==================== design 1
### Clock wires, drivers and flops, design 1

(8 px per um)
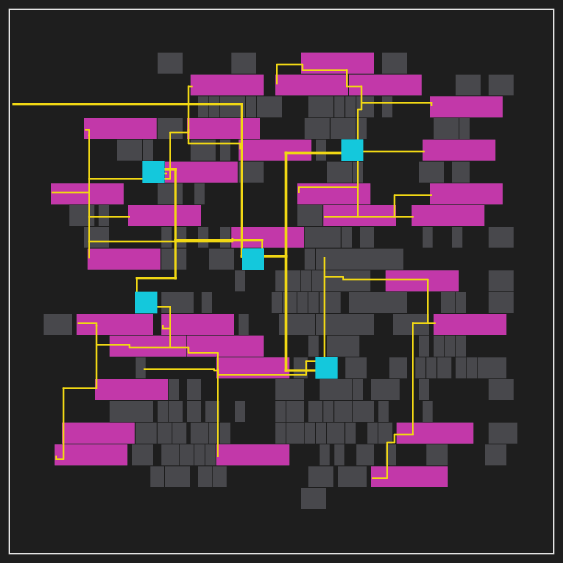

==> config.mk <==
export PLATFORM = sky130hd
export DESIGN_NAME = spart_receiver
export DESIGN_NICKNAME = d
export VERILOG_FILES = /design/src/rtl/spart_receiver.sv
export SDC_FILE = /design/constraint.sdc
export NUM_CORES = 1
export LEC_CHECK = 0
export ABC_AREA = 1
export CORE_MARGIN = 4
export CORE_UTILIZATION = 41
export DETAILED_ROUTE_END_ITERATION = 8
export PLACE_DENSITY_LB_ADDON = 0.15
export SLEW_MARGIN = 20
export SYNTH_ARGS = -nofsm -noshare
export SYNTH_HDL_FRONTEND = slang
export SYNTH_SLANG_ARGS = --single-unit
==> constraint.sdc <==
create_clock -name clk -period 1.4 [get_ports clk]
set_input_delay 0.14 -clock clk [delete_from_list [all_inputs] [get_ports clk]]
set_output_delay 0.14 -clock clk [all_outputs]
set_load 0.02 [all_outputs]
==> src/rtl/spart_receiver.sv <==
// SPART receive path: 16x-oversampled 8N1 receiver with a single-entry buffer.
// Optional macro SPART_RX_MAJORITY_EN selects 2-of-3 majority bit sampling.
module spart_receiver (
    input  logic       clk,
    input  logic       rst,
    input  logic       rxenable,
    input  logic       rxd,
    input  logic       rd_ack,
    output logic [7:0] rx_data,
    output logic       rda,
    output logic       framing_err,
    output logic       overrun,
    output logic [1:0] dbg_state
);

    typedef enum logic [1:0] {
        IDLE  = 2'd0,
        START = 2'd1,
        DATA  = 2'd2,
        STOP  = 2'd3
    } state_t;

`ifdef SPART_RX_MAJORITY_EN
    localparam logic [3:0] START_DEC = 4'd8;
`else
    localparam logic [3:0] START_DEC = 4'd7;
`endif
    localparam logic [3:0] BIT_DEC = 4'd15;

    state_t     state_q, state_d;
    logic       rxd_meta_q, rxd_s_q, rxd_q, rxd_d;
    logic [3:0] tcnt_q, tcnt_d;
    logic [2:0] bidx_q, bidx_d;
    logic [7:0] shift_q, shift_d;
    logic [7:0] rx_data_q, rx_data_d;
    logic       rda_q, rda_d;
    logic       fe_q, fe_d;
    logic       ov_q, ov_d;
    logic [3:0] dec_pt;
    logic       at_dec;
    logic       bit_val;
`ifdef SPART_RX_MAJORITY_EN
    logic [1:0] samp_q, samp_d;
`endif

    // Buffer handshake: rda is "valid", rd_ack is the one-cycle consume strobe.
    // A completing frame always wins over rd_ack in the same cycle.
    always_comb begin
        state_d   = state_q;
        rxd_d     = rxd_s_q;
        tcnt_d    = tcnt_q;
        bidx_d    = bidx_q;
        shift_d   = shift_q;
        rx_data_d = rx_data_q;
        rda_d     = rda_q;
        fe_d      = fe_q;
        ov_d      = ov_q;
        dec_pt    = (state_q == START) ? START_DEC : BIT_DEC;
        at_dec    = rxenable && (tcnt_q == dec_pt);
`ifdef SPART_RX_MAJORITY_EN
        samp_d    = samp_q;
        if (rxenable && state_q != IDLE) begin
            if (tcnt_q == dec_pt - 4'd2) samp_d[0] = rxd_s_q;
            if (tcnt_q == dec_pt - 4'd1) samp_d[1] = rxd_s_q;
        end
        bit_val   = (samp_q[0] & samp_q[1]) | (samp_q[0] & rxd_s_q) | (samp_q[1] & rxd_s_q);
`else
        bit_val   = rxd_s_q;
`endif
        if (rxenable && state_q != IDLE) tcnt_d = tcnt_q + 4'd1;
        if (rd_ack) begin
            rda_d = 1'b0;
            fe_d  = 1'b0;
            ov_d  = 1'b0;
        end
        case (state_q)
            IDLE: begin
                if (rxd_q && !rxd_s_q) begin
                    tcnt_d  = 4'd0;
                    state_d = START;
                end
            end
            START: begin
                if (at_dec) begin
                    if (!bit_val) begin
                        tcnt_d  = 4'd0;
                        bidx_d  = 3'd0;
                        state_d = DATA;
                    end else begin
                        state_d = IDLE;
                    end
                end
            end
            DATA: begin
                if (at_dec) begin
                    shift_d = {bit_val, shift_q[7:1]};
                    bidx_d  = bidx_q + 3'd1;
                    if (bidx_q == 3'd7) state_d = STOP;
                end
            end
            STOP: begin
                // Returning to IDLE here lets a start edge late in the stop bit be caught.
                if (at_dec) begin
                    rx_data_d = shift_q;
                    rda_d     = 1'b1;
                    fe_d      = (fe_q & ~rd_ack) | ~bit_val;
                    ov_d      = ~rd_ack & (ov_q | rda_q);
                    state_d   = IDLE;
                end
            end
            default: state_d = IDLE;
        endcase
    end

    always_ff @(posedge clk or negedge rst) begin
        if (!rst) begin
            rxd_meta_q <= 1'b1;
            rxd_s_q    <= 1'b1;
            rxd_q      <= 1'b1;
            state_q    <= IDLE;
            tcnt_q     <= 4'd0;
            bidx_q     <= 3'd0;
            shift_q    <= 8'h00;
            rx_data_q  <= 8'h00;
            rda_q      <= 1'b0;
            fe_q       <= 1'b0;
            ov_q       <= 1'b0;
`ifdef SPART_RX_MAJORITY_EN
            samp_q     <= 2'b11;
`endif
        end else begin
            rxd_meta_q <= rxd;
            rxd_s_q    <= rxd_meta_q;
            rxd_q      <= rxd_d;
            state_q    <= state_d;
            tcnt_q     <= tcnt_d;
            bidx_q     <= bidx_d;
            shift_q    <= shift_d;
            rx_data_q  <= rx_data_d;
            rda_q      <= rda_d;
            fe_q       <= fe_d;
            ov_q       <= ov_d;
`ifdef SPART_RX_MAJORITY_EN
            samp_q     <= samp_d;
`endif
        end
    end

    assign rx_data     = rx_data_q;
    assign rda         = rda_q;
    assign framing_err = fe_q;
    assign overrun     = ov_q;
    assign dbg_state   = state_q;

endmodule

==================== design 2
`src/rtl/serial_frame_rx.sv`:
```
// -----------------------------------------------------------------------------
// serial_frame_rx
//
// Assembles framed words from a 1-bit serial stream, one bit per enabled
// clock. A frame is a start bit (0), DATA_W data bits sent LSB first, and a
// stop bit (1). The line idles high. A completed word is held in an output
// register and offered on a valid/ready port.
//
// Ports:
//   clk         rising-edge clock
//   rst         synchronous, active-high reset
//   din         serial bit, already registered by the capture flop
//   bit_en      qualifies din; a bit is consumed only when bit_en = 1
//   dout        received word, stable while dout_valid = 1
//   dout_valid  a word is available
//   dout_ready  consumer accepts the word on an edge with dout_valid = 1
//   frame_err   one-cycle pulse: the stop bit was sampled as 0
//   overrun     one-cycle pulse: a completed word was dropped because the
//               holding register was full and not being emptied
// -----------------------------------------------------------------------------
module serial_frame_rx #(
   parameter int DATA_W = 8
) (
   input  logic              clk,
   input  logic              rst,
   input  logic              din,
   input  logic              bit_en,
   output logic [DATA_W-1:0] dout,
   output logic              dout_valid,
   input  logic              dout_ready,
   output logic              frame_err,
   output logic              overrun
);

   // Wide enough to hold DATA_W itself, so the counter never wraps in a frame.
   localparam int CNT_W = $clog2(DATA_W + 1);

   typedef enum logic [1:0] {
      S_IDLE,
      S_DATA,
      S_STOP
   } state_e;

   state_e              state_q, state_d;
   logic [CNT_W-1:0]    cnt_q, cnt_d;
   logic [DATA_W-1:0]   sh_q, sh_d;
   logic [DATA_W-1:0]   dout_q, dout_d;
   logic                valid_q, valid_d;
   logic                ferr_q, ferr_d;
   logic                ovr_q, ovr_d;

   // High for the one edge on which a good stop bit is consumed.
   logic                word_done;

   // --------------------------------------------------------------------------
   // State registers
   // --------------------------------------------------------------------------
   always_ff @(posedge clk) begin
      // NOTE: sequential state uses non-blocking assignments so every register
      // samples the pre-edge value of every other register.
      if (rst) begin
         // NOTE: the shift register is a handful of flops, not a RAM, so it is
         // cleared with everything else to give a fully defined reset state.
         state_q <= S_IDLE;
         cnt_q   <= '0;
         sh_q    <= '0;
         dout_q  <= '0;
         valid_q <= 1'b0;
         ferr_q  <= 1'b0;
         ovr_q   <= 1'b0;
      end else begin
         state_q <= state_d;
         cnt_q   <= cnt_d;
         sh_q    <= sh_d;
         dout_q  <= dout_d;
         valid_q <= valid_d;
         ferr_q  <= ferr_d;
         ovr_q   <= ovr_d;
      end
   end

   // --------------------------------------------------------------------------
   // Next-state logic: frame FSM plus output holding register
   // --------------------------------------------------------------------------
   always_comb begin
      // NOTE: every signal written here gets a default first, so no path
      // through the block can leave one unassigned and infer a latch.
      state_d   = state_q;
      cnt_d     = cnt_q;
      sh_d      = sh_q;
      dout_d    = dout_q;
      valid_d   = valid_q;
      ferr_d    = 1'b0;
      ovr_d     = 1'b0;
      word_done = 1'b0;

      // Disabled edges leave the frame machinery untouched.
      if (bit_en) begin
         case (state_q)
            S_IDLE: begin
               if (!din) begin
                  state_d = S_DATA;
                  cnt_d   = '0;
               end
            end
            S_DATA: begin
               // Compare-per-bit rather than a variable index keeps the index
               // width independent of DATA_W.
               for (int i = 0; i < DATA_W; i++) begin
                  if (cnt_q == CNT_W'(i)) sh_d[i] = din;
               end
               cnt_d = cnt_q + CNT_W'(1);
               if (cnt_q == CNT_W'(DATA_W - 1)) state_d = S_STOP;
            end
            S_STOP: begin
               state_d = S_IDLE;
               if (din) word_done = 1'b1;
               else     ferr_d    = 1'b1;
            end
            default: state_d = S_IDLE;
         endcase
      end

      // A handshake empties the register; a word completing on the same edge
      // refills it, so valid stays high across a back-to-back hand-off.
      if (valid_q && dout_ready) valid_d = 1'b0;

      if (word_done) begin
         if (!valid_q || dout_ready) begin
            dout_d  = sh_q;
            valid_d = 1'b1;
         end else begin
            ovr_d = 1'b1;
         end
      end
   end

   assign dout       = dout_q;
   assign dout_valid = valid_q;
   assign frame_err  = ferr_q;
   assign overrun    = ovr_q;

endmodule

```
`config.mk`:
```
export PLATFORM = sky130hd
export DESIGN_NAME = serial_frame_rx
export DESIGN_NICKNAME = d
export VERILOG_FILES = /design/src/rtl/serial_frame_rx.sv
export SDC_FILE = /design/constraint.sdc
export NUM_CORES = 1
export LEC_CHECK = 0
export CORE_MARGIN = 3
export CORE_UTILIZATION = 56
export DETAILED_ROUTE_END_ITERATION = 10
export PLACE_DENSITY_LB_ADDON = 0.12
export SLEW_MARGIN = 20
export SYNTH_ARGS = -nofsm -noshare
export SYNTH_HDL_FRONTEND = slang
export SYNTH_SLANG_ARGS = --single-unit
export TNS_END_PERCENT = 30
```
`constraint.sdc`:
```
create_clock -name clk -period 2.1 [get_ports clk]
set_input_delay 0.42 -clock clk [delete_from_list [all_inputs] [get_ports clk]]
set_output_delay 0.42 -clock clk [all_outputs]
set_load 0.05 [all_outputs]
```
### Close-up of the layout, design 1

Window x 21 to 46, y 21 to 46 um. Cells in grey, sequential cells in the stronger grey; small squares are vias.
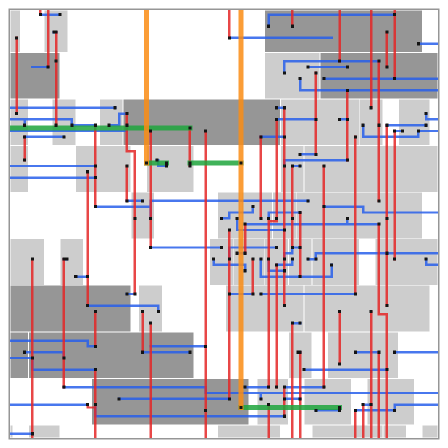
[orange] met4
[red] met2
[green] met3
[blue] met1
netlist names of flops here include: bidx_q (3), shift_q (2)
most frequent: nand2_1 (11), dfrtp_1 (5), inv_1 (4)
sequential cells in the window: 6
cells with their middle in the window: 37

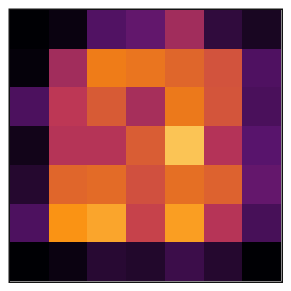
*Placement density heat map, design 1*
(4 px per um) 7 x 7 tiles, from black (low) to pale yellow (high), 0 to 100% covered.
mean over tiles: 38%
densest ninth of the die: centre
fullest tile: 87%
tiles over 75% full: 8.2%
nearly empty tiles: 8.2%

## Picture notes: 'Clock wires, drivers and flops' of design 1
[yellow] clock wires | length: 434 um
[magenta] flip-flops | count: 31
[cyan] cells driving clock nets | count: 5
routed clock nets: 6
flops lie: all over the die

==> impl_metrics.py, design 1 <==
# Physical implementation metrics
metrics = {
    "power": {
        "pwr-share-clk_pct": 24.1,
        "seq_cell_power_mw": 1.18,
    },
    "placement": {
        "io_buffers": 17,
    },
    "yosys": {
        "mux_share_pct": 0,
        "adder_share_pct": 2.56,
        "top_area_share_pct": 47.7,
    },
    "finish": {
        "lay_top_cells": "37 x nand2_1, 26 x dfrtp_1, 16 x inv_1, 16 x o21ai_2, 13 x dlygate4sd2_1",
        "diodes": 0,
    },
    "clock_tree": {
        "cts_resized": 13,
        "clk_pin_slew_ns": 0.09,
        "htreeDepth": 2,
    },
    "critical_path": {
        "ff2ff_path_depth": 8,
    },
    "run_status": {
        "run_status": "finished clean",
    },
    "final_timing": {
        "clock.fmax_mhz": 722,
        "setup_violations": 0,
    },
    "detailed_routing": {
        "routed_via_density": 4.83,
    },
}
## design 1: critical path: stages (launching register included)
cell and delay, ns:
dfrtp_1 0.36, ha_2 0.21, nand2_4 0.07, nor2_4 0.10, inv_2 0.07, nor2_8 0.17
nand2_8 0.14, nand2_1 0.11, o21ai_2 0.05
## design 1: area by class of cell
type	instances	area [um2]	area share, %
Clock inverter	1	30.0	1.66
Tap cell	46	57.6	3.17
Sequential cell	31	782	43.1
Inverter	20	75.1	4.14
Timing Repair Buffer	23	199	11.0
Clock buffer	6	41.3	2.28
Multi-Input combinational cell	99	629	34.7
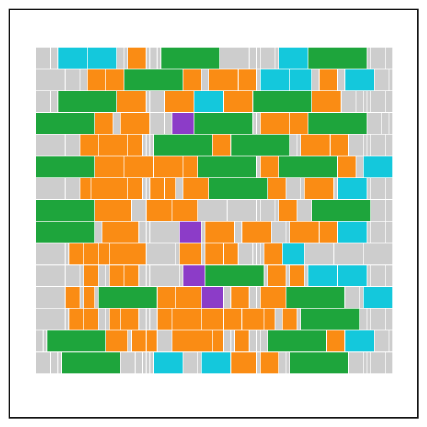
*Placement by cell class, design 2*
(8 px per um) Fill, decap, tap and diode cells in grey.
[cyan] other buffers and delay cells | cells: 17 | share of their area: 13%
[green] flip-flops | cells: 25 | share of their area: 39%
[purple] clock drivers and dummy loads | cells: 4 | share of their area: 2.3%
[orange] all other logic | cells: 83 | share of their area: 46%

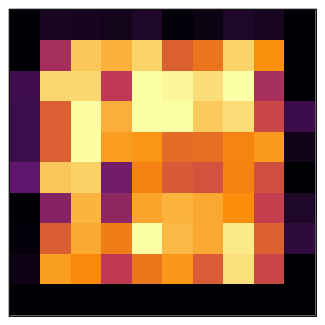
*Placement density heat map, design 2*
(6 px per um) 10 x 10 tiles, from black (low) to pale yellow (high), 0 to 100% covered.
densest ninth of the die: centre
mean over tiles: 50%
nearly empty tiles: 20%
fullest tile: 100%
Initial Utilization: 62.0%
core area: 0.00182 mm2

==> impl_metrics.py, design 2 <==
# Physical implementation metrics
metrics = {
    "yosys": {
        "syn_area_per_cell_um2": 9.90,
        "netlist_area_mm2": 0.00113,
        "synth_cell_types": 28,
        "yosysSeqAreaShare_pct": 44.3,
        "flop_cell": "dfxtp_1",
    },
    "floorplanning": {
        "die_y_um": 50.9,
        "taps": 25,
        "core.rowCount": 15,
        "io_pins": 16,
    },
    "power": {
        "p_int_mw": 0.578,
        "power_frac_seq_pct": 64.7,
        "p_sw_share_pct": 22.9,
        "p_sw_mw": 0.171,
        "p_comb_mw": 0.0535,
        "pg_clk_mw": 0.211,
    },
    "final_timing": {
        "fin_skew_ns": 0.00249,
        "period_used_pct": 90.2,
        "tightest_slew_ns": 0.499,
        "grt_setup_unrepaired": "false",
        "setup_violations": 0,
    },
    "finish": {
        "sh_seq_area_pct": 37.9,
        "comb_area_share_pct": 43.8,
        "inverters": 4,
        "logic_gate_count": 79,
        "fin_nets": 139,
        "fin_area_mm2": 0.00132,
        "buffers": 17,
        "largest_class": "logic gates",
    },
    "clock_tree": {
        "worst_skew_pair.late_latency_ns": 0.31,
        "cts_inserted_buffers": 3,
    },
    "detailed_routing": {
        "antenna_left": 0,
        "drtIter0Drc": 14,
        "wire_per_inst_um": 12.4,
        "totalWireLength_mm": 1.90,
    },
    "critical_path": {
        "worstReg2RegEnd": "dout[2]$_SDFFE_PP0P_",
        "r2r_slack_ns": 0.69,
        "crit_chain": "clkdlybuf4s50_1",
        "worstReg2RegStart": "state_q[0]$_SDFFE_PP0P_",
        "worstSetupEndpointType": "primary output",
        "cp_data_arrival_time_ns": 1.47,
        "crit_cells": 1,
        "critPathLaunch": "dout[2]$_SDFFE_PP0P_",
        "max_stage_delay_ns": 0.80,
    },
    "placement": {
        "postPlaceCellArea_mm2": 0.00129,
        "dp_hpwl_mm": 1.43,
        "io_buffers": 15,
    },
    "global_routing": {
        "grt_usage_pct": 16.9,
        "grt_max_degree": 16,
        "antenna_found_initial": 0,
        "globalRoute.totalOverflow": 0,
    },
    "run_status": {
        "run_status": "finished clean",
    },
}
-- design 2: metal layers --
metal  vias up  GRT usage, %  share of wire (%)
met4         0          8.07                1.5
met2        18          26.5                 49
met1       385          22.5                 45
met3         4          2.92                4.0
met5         -             0                  0
li1        429             -                  -
-- design 2: layout by cell type, fill, tap and decap left out, types with 2 or more instances in the layout --
master and count:
dfxtp_1 25, nand2b_1 21, mux2i_1 16, clkdlybuf4s50_1 15, nand3_1 6, a21oi_1 5, inv_1 4, o21ai_0 4
nand4b_1 4, ha_1 4, nor3_1 3, clkbuf_4 3, a31oi_1 2, nor2_1 2, nand2_1 2, buf_4 2

==> layout pictures side by side <==
The clock network.
picture 1
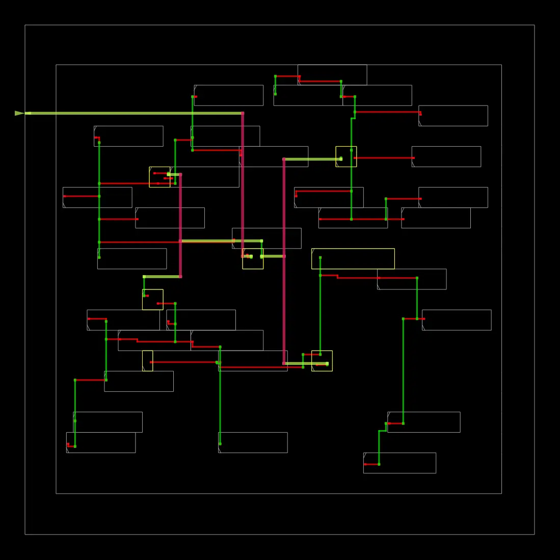
picture 2
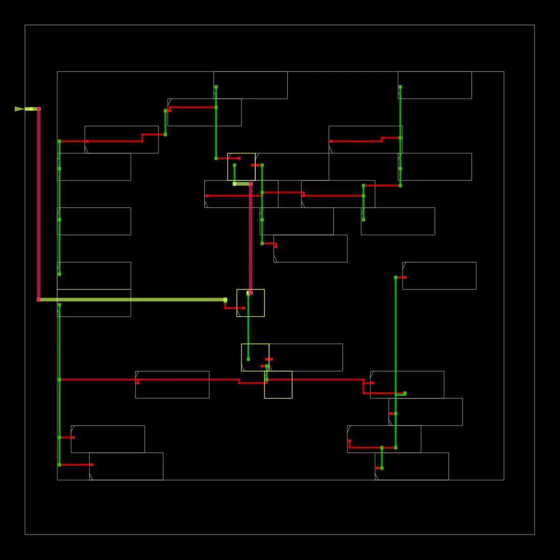
Of these, most sequential cells: picture 1
Of these, most clock buffers: picture 1
design 1: picture 1
design 2: picture 2


Power figures rest on the tool's default switching activity, not on a simulated workload.
